=== window_scan_counter_flat ===
window_scan_counter_flat, routed metal per tile:
Scale: 4 px per µm. The die is cut into 16 by 16 equal tiles; dark blue is low, red is high, scaled to the fullest tile. Values are wire area over tile area, all layers added.
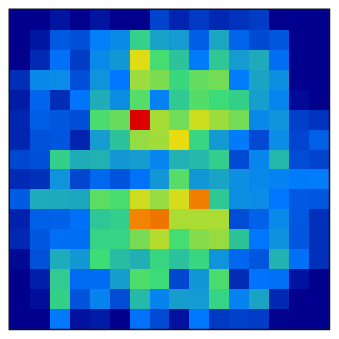

$ cat src/rtl/window_scan_counter_if.sv
// Handshake/bus bundle for window_scan_counter.
// master: the scan counter itself (drives coordinates and status).
// slave:  the controller/consumer (drives start, limits, enable).
// Stride signals exist only when SCAN_STEP_EN is defined.
interface window_scan_counter_if #(
    parameter int DATA_WIDTH = 12
);
    logic                  start;
    logic                  enable;
    logic                  continuous;
    logic [DATA_WIDTH-1:0] max_x;
    logic [DATA_WIDTH-1:0] max_y;
`ifdef SCAN_STEP_EN
    logic [DATA_WIDTH-1:0] step_x;
    logic [DATA_WIDTH-1:0] step_y;
`endif
    logic [DATA_WIDTH-1:0] ctr_x;
    logic [DATA_WIDTH-1:0] ctr_y;
    logic                  valid;
    logic                  busy;
    logic                  end_row;
    logic                  end_count;

    modport master (
`ifdef SCAN_STEP_EN
        input  step_x, step_y,
`endif
        input  start, enable, continuous, max_x, max_y,
        output ctr_x, ctr_y, valid, busy, end_row, end_count
    );

    modport slave (
`ifdef SCAN_STEP_EN
        output step_x, step_y,
`endif
        output start, enable, continuous, max_x, max_y,
        input  ctr_x, ctr_y, valid, busy, end_row, end_count
    );
endinterface

$ cat src/rtl/window_scan_counter.sv
// window_scan_counter: 2-D (x, y) window-origin scan counter.
// Steps x across a row, wraps to the next y, pulses end_row on every x wrap
// and end_count when the last position of the frame is consumed.
// Optional macro SCAN_STEP_EN: run-time strides step_x/step_y latched at
// start (0 treated as 1). Without it both strides are fixed at 1.
module window_scan_counter #(
    parameter int DATA_WIDTH = 12
) (
    input  logic                  clk,
    input  logic                  reset,
    window_scan_counter_if.master bus
);
    localparam int W = DATA_WIDTH;

    typedef enum logic {IDLE, RUN} state_t;

    state_t         state;
    logic [W-1:0]   x_q, y_q;
    logic [W-1:0]   lim_x, lim_y;
    logic           cont_q;
    logic           valid_q, busy_q, end_row_q, end_count_q;
    logic [W-1:0]   stp_x, stp_y;
    logic [W:0]     sum_x, sum_y;
    logic           adv;

`ifdef SCAN_STEP_EN
    // A zero stride would stall the scan forever; treat it as 1.
    function automatic logic [W-1:0] nz_step(input logic [W-1:0] s);
        return (s == '0) ? W'(1) : s;
    endfunction
`else
    assign stp_x = W'(1);
    assign stp_y = W'(1);
`endif

    // One extra bit so a sum past the limit never aliases back into range.
    assign sum_x = {1'b0, x_q} + {1'b0, stp_x};
    assign sum_y = {1'b0, y_q} + {1'b0, stp_y};
    assign adv   = valid_q & bus.enable;

    // Scan FSM with registered coordinates, status and one-cycle pulses.
    always_ff @(posedge clk) begin
        if (reset) begin
            state       <= IDLE;
            x_q         <= '0;
            y_q         <= '0;
            lim_x       <= '0;
            lim_y       <= '0;
            cont_q      <= 1'b0;
            valid_q     <= 1'b0;
            busy_q      <= 1'b0;
            end_row_q   <= 1'b0;
            end_count_q <= 1'b0;
`ifdef SCAN_STEP_EN
            stp_x       <= '0;
            stp_y       <= '0;
`endif
        end else begin
            end_row_q   <= 1'b0;
            end_count_q <= 1'b0;
            case (state)
                IDLE: begin
                    // The end_count cycle of a one-shot scan is not yet a
                    // free IDLE cycle; a new start is taken from the next one.
                    if (bus.start && !end_count_q) begin
                        lim_x   <= bus.max_x;
                        lim_y   <= bus.max_y;
                        cont_q  <= bus.continuous;
`ifdef SCAN_STEP_EN
                        stp_x   <= nz_step(bus.step_x);
                        stp_y   <= nz_step(bus.step_y);
`endif
                        x_q     <= '0;
                        y_q     <= '0;
                        valid_q <= 1'b1;
                        busy_q  <= 1'b1;
                        state   <= RUN;
                    end
                end
                RUN: begin
                    if (adv) begin
                        if (sum_x <= {1'b0, lim_x}) begin
                            x_q <= sum_x[W-1:0];
                        end else begin
                            x_q       <= '0;
                            end_row_q <= 1'b1;
                            if (sum_y <= {1'b0, lim_y}) begin
                                y_q <= sum_y[W-1:0];
                            end else begin
                                y_q         <= '0;
                                end_count_q <= 1'b1;
                                if (!cont_q) begin
                                    valid_q <= 1'b0;
                                    busy_q  <= 1'b0;
                                    state   <= IDLE;
                                end
                            end
                        end
                    end
                end
                default: state <= IDLE;
            endcase
        end
    end

    assign bus.ctr_x     = x_q;
    assign bus.ctr_y     = y_q;
    assign bus.valid     = valid_q;
    assign bus.busy      = busy_q;
    assign bus.end_row   = end_row_q;
    assign bus.end_count = end_count_q;
endmodule

$ cat src/flat_wrapper.sv
// flat-port wrapper written by rule: the top's interface ports become plain ports
module window_scan_counter_flat 
#(
    parameter int DATA_WIDTH = 12
)
  (clk, reset, bus_start, bus_enable, bus_continuous, bus_max_x, bus_max_y, bus_ctr_x, bus_ctr_y, bus_valid, bus_busy, bus_end_row, bus_end_count);
  window_scan_counter_if #(.DATA_WIDTH(DATA_WIDTH)) bus_i ();
  input  logic clk;
  input  logic reset;
  input wire logic [$bits(bus_i.start)-1:0] bus_start;
  input wire logic [$bits(bus_i.enable)-1:0] bus_enable;
  input wire logic [$bits(bus_i.continuous)-1:0] bus_continuous;
  input wire logic [$bits(bus_i.max_x)-1:0] bus_max_x;
  input wire logic [$bits(bus_i.max_y)-1:0] bus_max_y;
  output wire logic [$bits(bus_i.ctr_x)-1:0] bus_ctr_x;
  output wire logic [$bits(bus_i.ctr_y)-1:0] bus_ctr_y;
  output wire logic [$bits(bus_i.valid)-1:0] bus_valid;
  output wire logic [$bits(bus_i.busy)-1:0] bus_busy;
  output wire logic [$bits(bus_i.end_row)-1:0] bus_end_row;
  output wire logic [$bits(bus_i.end_count)-1:0] bus_end_count;
  assign bus_i.start = bus_start;
  assign bus_i.enable = bus_enable;
  assign bus_i.continuous = bus_continuous;
  assign bus_i.max_x = bus_max_x;
  assign bus_i.max_y = bus_max_y;
  assign bus_ctr_x = bus_i.ctr_x;
  assign bus_ctr_y = bus_i.ctr_y;
  assign bus_valid = bus_i.valid;
  assign bus_busy = bus_i.busy;
  assign bus_end_row = bus_i.end_row;
  assign bus_end_count = bus_i.end_count;
  window_scan_counter #(.DATA_WIDTH(DATA_WIDTH)) u_core (.clk(clk), .reset(reset), .bus(bus_i));
endmodule
$ cat config.mk
export PLATFORM = sky130hd
export DESIGN_NAME = window_scan_counter_flat
export DESIGN_NICKNAME = d
export VERILOG_FILES = /design/src/rtl/window_scan_counter_if.sv /design/src/rtl/window_scan_counter.sv /design/src/flat_wrapper.sv
export SDC_FILE = /design/constraint.sdc
export NUM_CORES = 1
export LEC_CHECK = 0
export ABC_AREA = 0
export CORE_MARGIN = 2
export CORE_UTILIZATION = 52
export CTS_BUF_LIST = sky130_fd_sc_hd__clkbuf_16
export DETAILED_ROUTE_END_ITERATION = 8
export PLACE_DENSITY = 0.8
export REMOVE_ABC_BUFFERS = 1
export SLEW_MARGIN = 20
export SYNTH_ARGS = -nofsm -noshare
export SYNTH_HDL_FRONTEND = slang
export SYNTH_SLANG_ARGS = --single-unit
$ cat constraint.sdc
create_clock -name clk -period 4.39 [get_ports clk]
set_input_delay 0.439 -clock clk [delete_from_list [all_inputs] [get_ports clk]]
set_output_delay 0.439 -clock clk [all_outputs]
set_load 0.005 [all_outputs]
=== prog_loader ===
$ cat config.mk
export PLATFORM = sky130hd
export DESIGN_NAME = prog_loader
export DESIGN_NICKNAME = d
export VERILOG_FILES = /design/src/rtl/prog_loader.sv
export SDC_FILE = /design/constraint.sdc
export NUM_CORES = 1
export LEC_CHECK = 0
export CAP_MARGIN = 10
export CORE_UTILIZATION = 53
export DETAILED_ROUTE_END_ITERATION = 16
export GPL_TIMING_DRIVEN = 0
export PLACE_DENSITY = 0.76
export SKIP_CTS_REPAIR_TIMING = 1
export SYNTH_ARGS = -nofsm -noshare
export SYNTH_HDL_FRONTEND = slang
export SYNTH_SLANG_ARGS = --single-unit
$ cat constraint.sdc
create_clock -name clk -period 2.6 [get_ports clk]
set_input_delay 0.52 -clock clk [delete_from_list [all_inputs] [get_ports clk]]
set_output_delay 0.52 -clock clk [all_outputs]
set_load 0.01 [all_outputs]
$ cat src/rtl/prog_loader.sv
// Boot loader for the NAND CPU: receives a framed program over a byte stream,
// writes it to instruction memory, verifies the checksum and releases the core.
module prog_loader #(
  parameter int unsigned ADDR_W    = 8,
  parameter int unsigned RUN_DELAY = 2
) (
  input  logic              clk,
  input  logic              rst,
  input  logic              s_valid,
  input  logic [7:0]        s_data,
  output logic              s_ready,
  input  logic              restart,
  output logic              imem_we,
  output logic [ADDR_W-1:0] imem_addr,
  output logic [7:0]        imem_wdata,
  output logic              cpu_n_rst,
  input  logic              cpu_halt,
  output logic              loaded,
  output logic              halted,
  output logic              error
);

  localparam int unsigned CNT_W = ADDR_W + 1;
  localparam int unsigned DEPTH = 1 << ADDR_W;
  localparam int unsigned DLY_W = 4;

  typedef enum logic [2:0] {
    S_LEN, S_LOAD, S_CHECK, S_RELEASE, S_RUN, S_HALTED, S_ERROR
  } state_t;

  state_t            r_state, w_state_nxt;
  logic [CNT_W-1:0]  r_len, w_len_nxt;
  logic [CNT_W-1:0]  r_addr, w_addr_nxt;
  logic [7:0]        r_sum, w_sum_nxt;
  logic [DLY_W-1:0]  r_dly, w_dly_nxt;
  logic              r_s_ready, w_s_ready_nxt;
  logic              r_imem_we, w_imem_we_nxt;
  logic [ADDR_W-1:0] r_imem_addr, w_imem_addr_nxt;
  logic [7:0]        r_imem_wdata, w_imem_wdata_nxt;
  logic              r_cpu_n_rst, w_cpu_n_rst_nxt;
  logic              r_loaded, w_loaded_nxt;
  logic              r_halted, w_halted_nxt;
  logic              r_error, w_error_nxt;
  logic              w_acc;
  logic [8:0]        w_frame_len;

  assign w_acc       = s_valid & r_s_ready;
  // N==0 encodes a full-depth program; 9 bits covers 1..256 for any ADDR_W
  assign w_frame_len = (s_data == 8'd0) ? 9'(DEPTH) : {1'b0, s_data};

  // Next-state, datapath and next-output decode
  always_comb begin
    w_state_nxt      = r_state;
    w_len_nxt        = r_len;
    w_addr_nxt       = r_addr;
    w_sum_nxt        = r_sum;
    w_dly_nxt        = r_dly;
    w_imem_we_nxt    = 1'b0;
    w_imem_addr_nxt  = r_imem_addr;
    w_imem_wdata_nxt = r_imem_wdata;

    case (r_state)
      S_LEN: begin
        if (w_acc) begin
          if (w_frame_len > 9'(DEPTH)) begin
            w_state_nxt = S_ERROR;
          end else begin
            w_len_nxt   = w_frame_len[CNT_W-1:0];
            w_addr_nxt  = '0;
            w_sum_nxt   = '0;
            w_state_nxt = S_LOAD;
          end
        end
      end
      S_LOAD: begin
        if (w_acc) begin
          w_imem_we_nxt    = 1'b1;
          w_imem_addr_nxt  = r_addr[ADDR_W-1:0];
          w_imem_wdata_nxt = s_data;
          w_sum_nxt        = r_sum + s_data;
          w_addr_nxt       = r_addr + CNT_W'(1);
          if (r_addr + CNT_W'(1) == r_len) begin
            w_state_nxt = S_CHECK;
          end
        end
      end
      S_CHECK: begin
        if (w_acc) begin
          if (s_data == r_sum) begin
            w_dly_nxt   = DLY_W'(RUN_DELAY);
            w_state_nxt = S_RELEASE;
          end else begin
            w_state_nxt = S_ERROR;
          end
        end
      end
      S_RELEASE: begin
        if (r_dly <= DLY_W'(1)) begin
          w_dly_nxt   = '0;
          w_state_nxt = S_RUN;
        end else begin
          w_dly_nxt = r_dly - DLY_W'(1);
        end
      end
      S_RUN: begin
        if (cpu_halt) begin
          w_state_nxt = S_HALTED;
        end
      end
      S_HALTED, S_ERROR: begin
        if (restart) begin
          w_state_nxt = S_LEN;
        end
      end
      default: w_state_nxt = S_LEN;
    endcase

    // Status outputs are registered from the upcoming state
    w_s_ready_nxt   = (w_state_nxt == S_LEN) || (w_state_nxt == S_LOAD) ||
                      (w_state_nxt == S_CHECK);
    w_cpu_n_rst_nxt = (w_state_nxt == S_RUN);
    w_loaded_nxt    = (w_state_nxt == S_RUN) || (w_state_nxt == S_HALTED);
    w_halted_nxt    = (w_state_nxt == S_HALTED);
    w_error_nxt     = (w_state_nxt == S_ERROR);
  end

  always_ff @(posedge clk or posedge rst) begin
    if (rst) begin
      r_state      <= S_LEN;
      r_len        <= '0;
      r_addr       <= '0;
      r_sum        <= '0;
      r_dly        <= '0;
      r_s_ready    <= 1'b0;
      r_imem_we    <= 1'b0;
      r_imem_addr  <= '0;
      r_imem_wdata <= '0;
      r_cpu_n_rst  <= 1'b0;
      r_loaded     <= 1'b0;
      r_halted     <= 1'b0;
      r_error      <= 1'b0;
    end else begin
      r_state      <= w_state_nxt;
      r_len        <= w_len_nxt;
      r_addr       <= w_addr_nxt;
      r_sum        <= w_sum_nxt;
      r_dly        <= w_dly_nxt;
      r_s_ready    <= w_s_ready_nxt;
      r_imem_we    <= w_imem_we_nxt;
      r_imem_addr  <= w_imem_addr_nxt;
      r_imem_wdata <= w_imem_wdata_nxt;
      r_cpu_n_rst  <= w_cpu_n_rst_nxt;
      r_loaded     <= w_loaded_nxt;
      r_halted     <= w_halted_nxt;
      r_error      <= w_error_nxt;
    end
  end

  assign s_ready    = r_s_ready;
  assign imem_we    = r_imem_we;
  assign imem_addr  = r_imem_addr;
  assign imem_wdata = r_imem_wdata;
  assign cpu_n_rst  = r_cpu_n_rst;
  assign loaded     = r_loaded;
  assign halted     = r_halted;
  assign error      = r_error;

endmodule
=== reg_file ===
## src/rtl/reg_file_pkg.sv

```systemverilog
// reg_file_pkg: shared defaults and index constants for the register file.
// Holds the default widths, the hard-wired zero and stack-pointer register
// indices, the stack-pointer reset value, and the saturating write-counter
// increment helper.
package reg_file_pkg;

  localparam int unsigned DATA_W_DEF = 32;
  localparam int unsigned ADDR_W_DEF = 5;

  localparam int unsigned REG_ZERO = 0;
  localparam int unsigned REG_SP   = 29;

  localparam logic [31:0] SP_INIT_DEF = 32'h7FFF_EFFC;

  localparam int unsigned CNT_W = 16;

  // Increment that sticks at all-ones instead of wrapping.
  function automatic logic [CNT_W-1:0] sat_inc(input logic [CNT_W-1:0] v);
    return (v == '1) ? v : v + 1'b1;
  endfunction

endpackage

```

## src/rtl/regfile_rd_port.sv

```systemverilog
// regfile_rd_port: one combinational read port of the register file.
// Ports:
//   addr_i     - register index to read
//   regs_i     - flattened register storage (index-major)
//   byp_en_i   - a write is committing this cycle and may be forwarded
//   byp_addr_i - index of that write
//   byp_data_i - data of that write
//   data_o     - read data; index 0 always reads zero
module regfile_rd_port
  import reg_file_pkg::*;
#(
  parameter int unsigned DATA_W = DATA_W_DEF,
  parameter int unsigned ADDR_W = ADDR_W_DEF
) (
  input  logic [ADDR_W-1:0]                      addr_i,
  input  logic [(1<<ADDR_W)-1:0][DATA_W-1:0]     regs_i,
  input  logic                                   byp_en_i,
  input  logic [ADDR_W-1:0]                      byp_addr_i,
  input  logic [DATA_W-1:0]                      byp_data_i,
  output logic [DATA_W-1:0]                      data_o
);

  always_comb begin
    data_o = regs_i[addr_i];
    if (addr_i == ADDR_W'(REG_ZERO)) begin
      data_o = '0;
    end else if (byp_en_i && (byp_addr_i == addr_i)) begin
      data_o = byp_data_i;
    end
  end

endmodule

```

## src/rtl/reg_file.sv

```systemverilog
// reg_file: 2**ADDR_W x DATA_W register file, two combinational read ports,
// one synchronous write port, and a saturating count of committed writes.
// Register 0 reads as zero and ignores writes; register 29 ($sp) resets to
// SP_INIT. Reset is synchronous, active-low, and beats a same-edge write.
// Optional feature macro: REGFILE_BYPASS_EN forwards a committing write to a
// read port addressing the same (non-zero) index in the same cycle.
// Ports:
//   clk, rst_n        - clock (rising edge) and synchronous active-low reset
//   rs_addr, rs_data  - read port A index / data
//   rt_addr, rt_data  - read port B index / data
//   wr_en, wr_addr,
//   wr_data           - write enable, index, data
//   wr_cnt            - saturating count of committed writes
module reg_file
  import reg_file_pkg::*;
#(
  parameter int unsigned       DATA_W  = DATA_W_DEF,
  parameter int unsigned       ADDR_W  = ADDR_W_DEF,
  parameter logic [DATA_W-1:0] SP_INIT = DATA_W'(SP_INIT_DEF)
) (
  input  logic              clk,
  input  logic              rst_n,
  input  logic [ADDR_W-1:0] rs_addr,
  input  logic [ADDR_W-1:0] rt_addr,
  output logic [DATA_W-1:0] rs_data,
  output logic [DATA_W-1:0] rt_data,
  input  logic              wr_en,
  input  logic [ADDR_W-1:0] wr_addr,
  input  logic [DATA_W-1:0] wr_data,
  output logic [CNT_W-1:0]  wr_cnt
);

  localparam int unsigned NREGS = 1 << ADDR_W;

  logic [NREGS-1:0][DATA_W-1:0] regs_q;
  logic [CNT_W-1:0]             wr_cnt_q, wr_cnt_d;
  logic                         wr_commit;
  logic                         byp_en;

  assign wr_commit = wr_en && (wr_addr != ADDR_W'(REG_ZERO));

  always_comb begin
    wr_cnt_d = wr_cnt_q;
    if (wr_commit) begin
      wr_cnt_d = sat_inc(wr_cnt_q);
    end
  end

  always_ff @(posedge clk) begin
    if (!rst_n) begin
      for (int unsigned i = 0; i < NREGS; i++) begin
        regs_q[i] <= (i == REG_SP) ? SP_INIT : '0;
      end
      wr_cnt_q <= '0;
    end else begin
      if (wr_commit) begin
        regs_q[wr_addr] <= wr_data;
      end
      wr_cnt_q <= wr_cnt_d;
    end
  end

`ifdef REGFILE_BYPASS_EN
  // Forwarding is withheld during reset because the write will be dropped.
  assign byp_en = rst_n && wr_commit;
`else
  assign byp_en = 1'b0;
`endif

  regfile_rd_port #(
    .DATA_W (DATA_W),
    .ADDR_W (ADDR_W)
  ) u_rd_rs (
    .addr_i     (rs_addr),
    .regs_i     (regs_q),
    .byp_en_i   (byp_en),
    .byp_addr_i (wr_addr),
    .byp_data_i (wr_data),
    .data_o     (rs_data)
  );

  regfile_rd_port #(
    .DATA_W (DATA_W),
    .ADDR_W (ADDR_W)
  ) u_rd_rt (
    .addr_i     (rt_addr),
    .regs_i     (regs_q),
    .byp_en_i   (byp_en),
    .byp_addr_i (wr_addr),
    .byp_data_i (wr_data),
    .data_o     (rt_data)
  );

  assign wr_cnt = wr_cnt_q;

endmodule

```

## config.mk

```make
export PLATFORM = sky130hd
export DESIGN_NAME = reg_file
export DESIGN_NICKNAME = d
export VERILOG_FILES = /design/src/rtl/reg_file_pkg.sv /design/src/rtl/regfile_rd_port.sv /design/src/rtl/reg_file.sv
export SDC_FILE = /design/constraint.sdc
export NUM_CORES = 2
export LEC_CHECK = 0
export CAP_MARGIN = 20
export CORE_MARGIN = 3
export CORE_UTILIZATION = 55
export CTS_CLUSTER_DIAMETER = 80
export DETAILED_ROUTE_END_ITERATION = 10
export GPL_TIMING_DRIVEN = 1
export HOLD_SLACK_MARGIN = 0.05
export PLACE_DENSITY = 0.74
export SETUP_SLACK_MARGIN = 0.1
export SKIP_CTS_REPAIR_TIMING = 1
export SLEW_MARGIN = 25
export SYNTH_ARGS = -nofsm -noshare
export SYNTH_HDL_FRONTEND = slang
export SYNTH_SLANG_ARGS = --single-unit
```

## constraint.sdc

```tcl
create_clock -name clk -period 10.71 [get_ports clk]
set_input_delay 3.213 -clock clk [delete_from_list [all_inputs] [get_ports clk]]
set_output_delay 3.213 -clock clk [all_outputs]
set_load 0.05 [all_outputs]
```

window_scan_counter_flat, placement view:
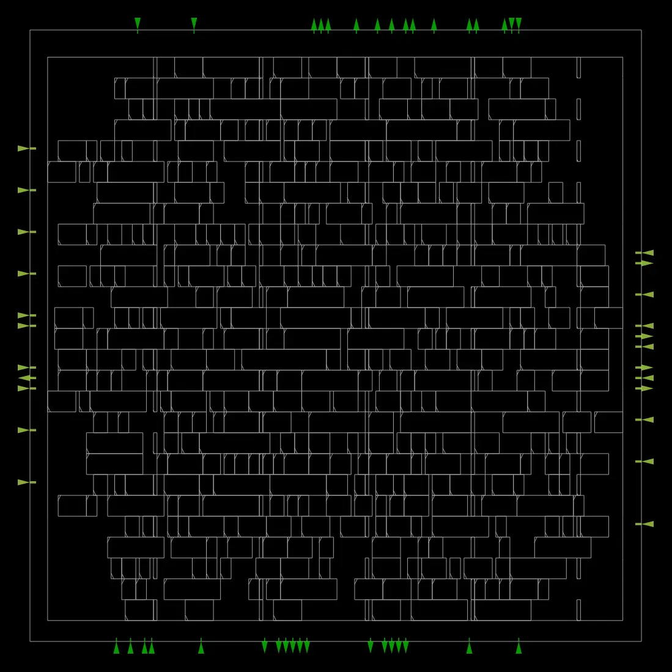
Layout Utilization: 67.8%
sequential cell count: 53

window_scan_counter_flat, signal wires on met3:
Scale: 3 px per µm. Cells faint in the background.
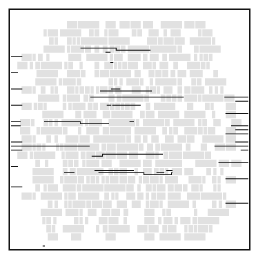
wire length on this layer: 315 µm
longest straight run: 30.8 µm
nets with wire on the layer: 36

About 'routed metal per tile' of window_scan_counter_flat:
densest ninth of the die: middle
tiles over half the peak: 15%
fullest tile: 0.61
mean over tiles: 0.17
nearly empty tiles: 11%

==> impl_results.html, window_scan_counter_flat <==
<p>Metrics extracted from the flow reports.</p>
<table>
<tr><th>Metric</th><th>Value</th></tr>
<tr><th colspan="2">Global routing</th></tr>
<tr><td>Global-route wire length before repair</td><td>11.7 mm</td></tr>
<tr><th colspan="2">Logic synthesis</th></tr>
<tr><td>XOR/XNOR Area Share</td><td>5.58%</td></tr>
<tr><td>Portion of synthesized cell area occupied by the leading cell type</td><td>35.6%</td></tr>
<tr><th colspan="2">Setup path</th></tr>
<tr><td>Endpoint arrival time on the critical path</td><td>4.11 ns</td></tr>
<tr><td>Critical Path Fanout Max</td><td>10</td></tr>
<tr><td>Data required time of the worst path</td><td>4.59 ns</td></tr>
<tr><td>Reg-to-reg setup timing slack</td><td>0.48 ns</td></tr>
<tr><td>WS Path Type</td><td>reg2reg</td></tr>
<tr><td>CP Launch Point</td><td>u_core.bus.ctr_x[3]</td></tr>
<tr><td>Crit path largest cell delay</td><td>0.55 ns</td></tr>
<tr><td>Reg-to-Reg Start</td><td>u_core.bus.ctr_x[3]</td></tr>
<tr><th colspan="2">Cells and area</th></tr>
<tr><td># diodes</td><td>0</td></tr>
<tr><td>Non-clock buffers</td><td>58</td></tr>
<tr><td>Data buffer area share</td><td>15.3%</td></tr>
<tr><td>Comb_multi_in</td><td>290</td></tr>
<tr><th colspan="2">STA</th></tr>
<tr><td>Pins over their slew limit</td><td>0</td></tr>
<tr><th colspan="2">Clocking</th></tr>
<tr><td>Postcts setup bufs</td><td>0</td></tr>
<tr><th colspan="2">Status</th></tr>
<tr><td>Outcome</td><td>complete, no violations</td></tr>
<tr><th colspan="2">Route</th></tr>
<tr><td>Remaining antenna violation count after routing</td><td>0</td></tr>
<tr><th colspan="2">Floorplan</th></tr>
<tr><td>Total die area</td><td>6350 µm²</td></tr>
</table>
window_scan_counter_flat: power breakdown:
group / switching [W] / total (W) / internal, W / leakage, nW
registers: 0.0000100 / 0.000506 / 0.000496 / 0.431
clock network: 0.000174 / 0.000439 / 0.000265 / 0.0826
logic: 0.0000746 / 0.000132 / 0.0000570 / 0.922
window_scan_counter_flat: flip-flops by register name (all words and copies together), names as in the netlist:
register	count
u_core.bus.end_row	1
u_core.lim_x	12
u_core.bus.ctr_y	12
u_core.bus.ctr_x	12
u_core.cont_q	1
u_core.lim_y	12
u_core.bus.end_count	1
u_core.state	1
u_core.bus.valid	1
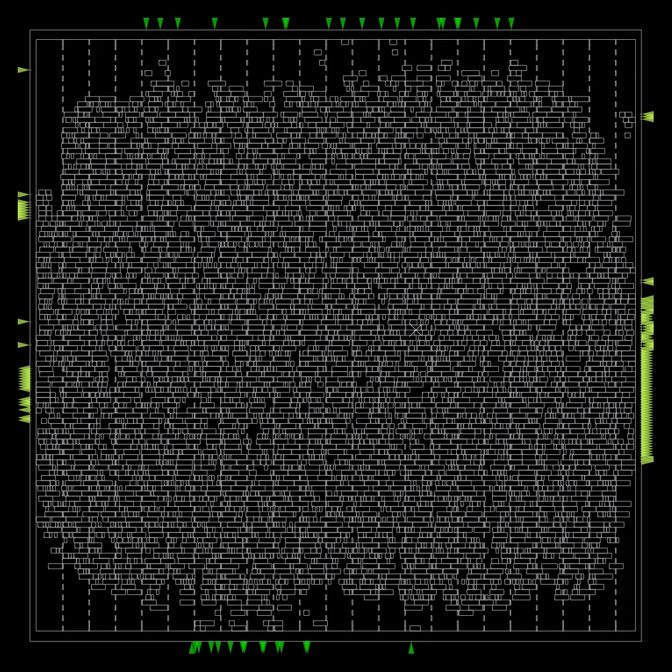
reg_file: placement view
layout filler cell count: 7913
Floorplan Core Area: 97400 µm²
Layout Utilization: 62.1%
sequential cell count: 1040

==> impl_results.html, reg_file <==
<p>Metrics extracted from the flow reports.</p>
<table>
<tr><th>Metric</th><th>Value</th></tr>
<tr><th colspan="2">Placement</th></tr>
<tr><td>Area post-placement</td><td>56800 µm²</td></tr>
<tr><th colspan="2">Setup path</th></tr>
<tr><td>Max stage delay cell, worst path</td><td>sky130_fd_sc_hd__a211oi_1</td></tr>
<tr><td>Reg-to-reg setup timing slack</td><td>8.95 ns</td></tr>
<tr><td>CP Launch Point</td><td>rt_addr[2]</td></tr>
<tr><th colspan="2">Logic synthesis</th></tr>
<tr><td>Area share of and-or/or-and cells after synthesis</td><td>17.9%</td></tr>
<tr><td>Largest combinational cell category by area</td><td>multiplexers</td></tr>
<tr><td>Synthesis area per yosys</td><td>54400 µm²</td></tr>
<tr><td>Cell type with the largest total area after synthesis</td><td>sky130_fd_sc_hd__dfxtp_1</td></tr>
<tr><td>Adders+Majority by Area</td><td>0.0230%</td></tr>
<tr><td>Synth Seq Share</td><td>38.3%</td></tr>
<tr><th colspan="2">Cells and area</th></tr>
<tr><td>Fin cells</td><td>6967</td></tr>
<tr><td>Layout clock buffer count</td><td>156</td></tr>
<tr><td>Area of all placed cells without fillers</td><td>60500 µm²</td></tr>
<tr><td>Share of layout cells above drive strength 1</td><td>17.9%</td></tr>
<tr><td>Sequential standard cell area</td><td>20800 µm²</td></tr>
<tr><th colspan="2">STA</th></tr>
<tr><td>Final setup skew</td><td>0.0139 ns</td></tr>
<tr><td>Final-layout worst hold slack</td><td>0.464 ns</td></tr>
<tr><td>Fmax</td><td>98.8 MHz</td></tr>
<tr><th colspan="2">Flow run</th></tr>
<tr><td>Number of warning messages in the logs</td><td>45</td></tr>
<tr><th colspan="2">Floorplan</th></tr>
<tr><td>Chip width</td><td>320 µm</td></tr>
<tr><th colspan="2">Status</th></tr>
<tr><td>Outcome</td><td>finished with violations</td></tr>
<tr><td>Violated checks</td><td>DRC</td></tr>
<tr><th colspan="2">Clocking</th></tr>
<tr><td>Skew-Pair Late Insertion Delay</td><td>0.69 ns</td></tr>
<tr><th colspan="2">Route</th></tr>
<tr><td>Remaining DRCs</td><td>1</td></tr>
</table>
==> reg_file: registers in the layout (all words and copies together), names as in the netlist <==
signal and flops:
wr_cnt 16, regs_q 1024
==> reg_file: per-layer routing <==
| layer | GRT usage, % | share of wire (%) |
|---|---|---|
| met5 | 0 | 0 |
| met4 | 21.7 | 7.0 |
| met3 | 9.36 | 13 |
| met2 | 53.8 | 44 |
| met1 | 46.9 | 36 |
prog_loader, routed metal per tile:
Scale: 4 px per µm. The die is cut into 15 by 15 equal tiles; dark blue is low, red is high, scaled to the fullest tile. Values are wire area over tile area, all layers added.
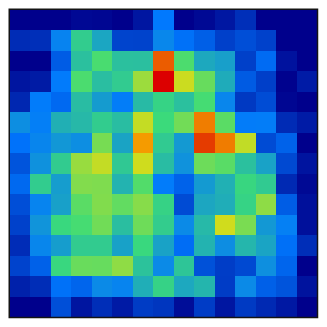
emptiest ninth of the die: top right
nearly empty tiles: 11%
tiles over half the peak: 17%
mean over tiles: 0.18
drt total wl: 6.76 mm
count of vias placed by the detailed router: 2420
aggregate global-route resource usage: 23.8%
routed wirelength normalized by instance count: 16.0 µm

==> impl_results.html, prog_loader <==
<p>Metrics extracted from the flow reports.</p>
<table>
<tr><th>Metric</th><th>Value</th></tr>
<tr><th colspan="2">Status</th></tr>
<tr><td>Outcome</td><td>complete, no violations</td></tr>
<tr><th colspan="2">Route</th></tr>
<tr><td>Drt first pass iters</td><td>4</td></tr>
<tr><th colspan="2">Setup path</th></tr>
<tr><td>Max stage delay cell, worst path</td><td>sky130_fd_sc_hd__clkdlybuf4s50_1</td></tr>
<tr><td>CP Launch Point</td><td>s_data[5]</td></tr>
<tr><td>Endpoint of the worst register-to-register path</td><td>loaded</td></tr>
<tr><th colspan="2">Cells and area</th></tr>
<tr><td>Relative area change from synthesis to final layout</td><td>21.4%</td></tr>
<tr><th colspan="2">Global routing</th></tr>
<tr><td>Number of antenna violations at the first check in global routing</td><td>0</td></tr>
<tr><td>Maximum number of pins on one net before global-route repair</td><td>39</td></tr>
<tr><td>Global route overflow</td><td>0</td></tr>
<tr><td>GR Util met2</td><td>39.4%</td></tr>
<tr><th colspan="2">Pwr</th></tr>
<tr><td>Internal power summed over all cells</td><td>0.00221 W</td></tr>
<tr><td>Switching portion of total power</td><td>39.7%</td></tr>
<tr><td>Clock net power</td><td>0.000516 W</td></tr>
<tr><th colspan="2">Placement</th></tr>
<tr><td>Half-perimeter wire length after detailed placement</td><td>4.80 mm</td></tr>
<tr><th colspan="2">Logic synthesis</th></tr>
<tr><td>Synthesis area per yosys</td><td>2960 µm²</td></tr>
<tr><td>Portion of synthesized cell area occupied by the leading cell type</td><td>46.6%</td></tr>
<tr><th colspan="2">Floorplan</th></tr>
<tr><td>Chip width</td><td>76.7 µm</td></tr>
<tr><td>Total die area</td><td>5880 µm²</td></tr>
<tr><th colspan="2">Clocking</th></tr>
<tr><td>Clock tree root driver cell</td><td>sky130_fd_sc_hd__clkbuf_8</td></tr>
<tr><th colspan="2">STA</th></tr>
<tr><td>Setup violators final</td><td>0</td></tr>
</table>
-- prog_loader: final cells by class --
cell class	count	area, µm²	share of cell area [%]
multi-input cells	236	1570	43.8
clock buffers	8	100	2.79
plain buffers	12	57.6	1.60
repair buffers	35	370	10.3
well taps	70	87.6	2.44
flip-flops and latches	55	1380	38.4
inverters	6	22.5	0.628
-- prog_loader: sequential cells by signal (all words and copies together) (netlist names), 3 cells and up --
name and cells:
imem_addr 8, imem_wdata 8, r_addr 9, r_dly 4, r_len 9, r_state 3
r_sum 8

==> screenshots <==
Nets reached from selected ports.
Plate I
Scale: 6 px per µm.
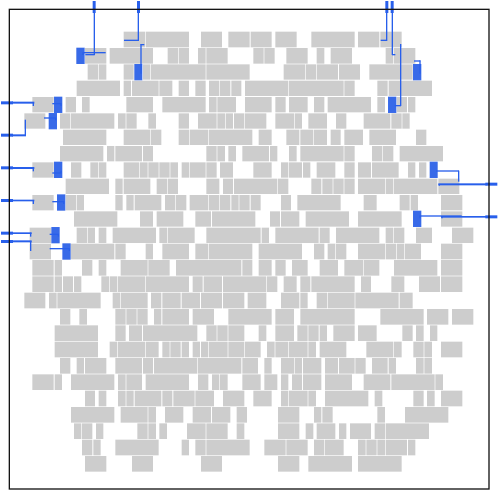
Plate II
Scale: 1.5 px per µm.
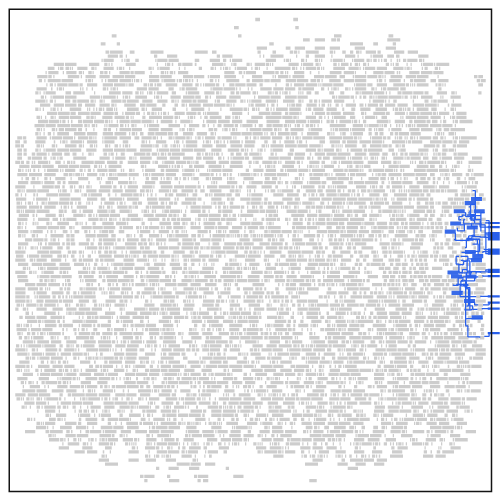
Plate III
Scale: 6 px per µm.
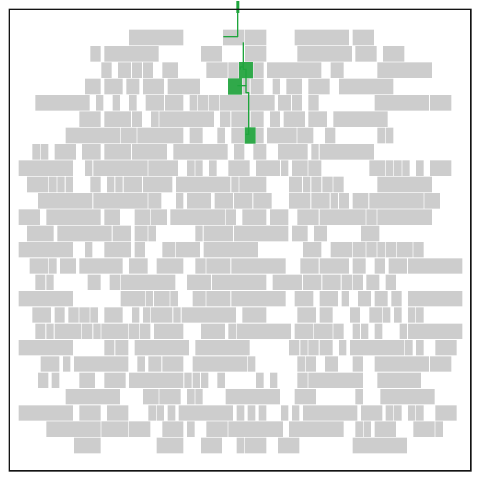
- most cells: Plate II
- largest die: Plate II
reg_file -> Plate II
window_scan_counter_flat -> Plate I
prog_loader -> Plate III



==> layout pictures side by side <==
Metal layers overlaid.
shot_01.png
Scale: 4 px per µm. Two of the layers only.
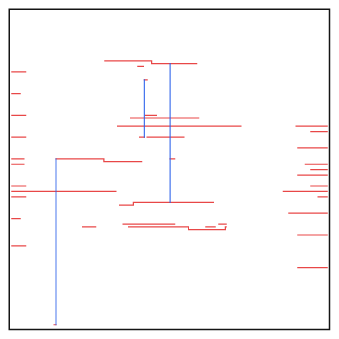
shot_02.png
Scale: 1 px per µm. Two of the layers only.
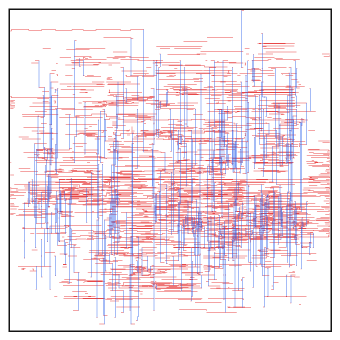
shot_03.png
Scale: 4 px per µm. Two of the layers only.
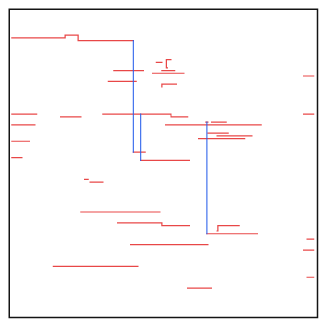
For window_scan_counter_flat, see shot_01.png.
For reg_file, see shot_02.png.
For prog_loader, see shot_03.png.

Key to shot_02.png:
legend:
  metal 3:
    colour: red
    wire_length: 24.7 mm
  metal 4:
    colour: blue
    wire_length: 13300 µm

No activity file was given, so power comes from the tool's default toggle rates.
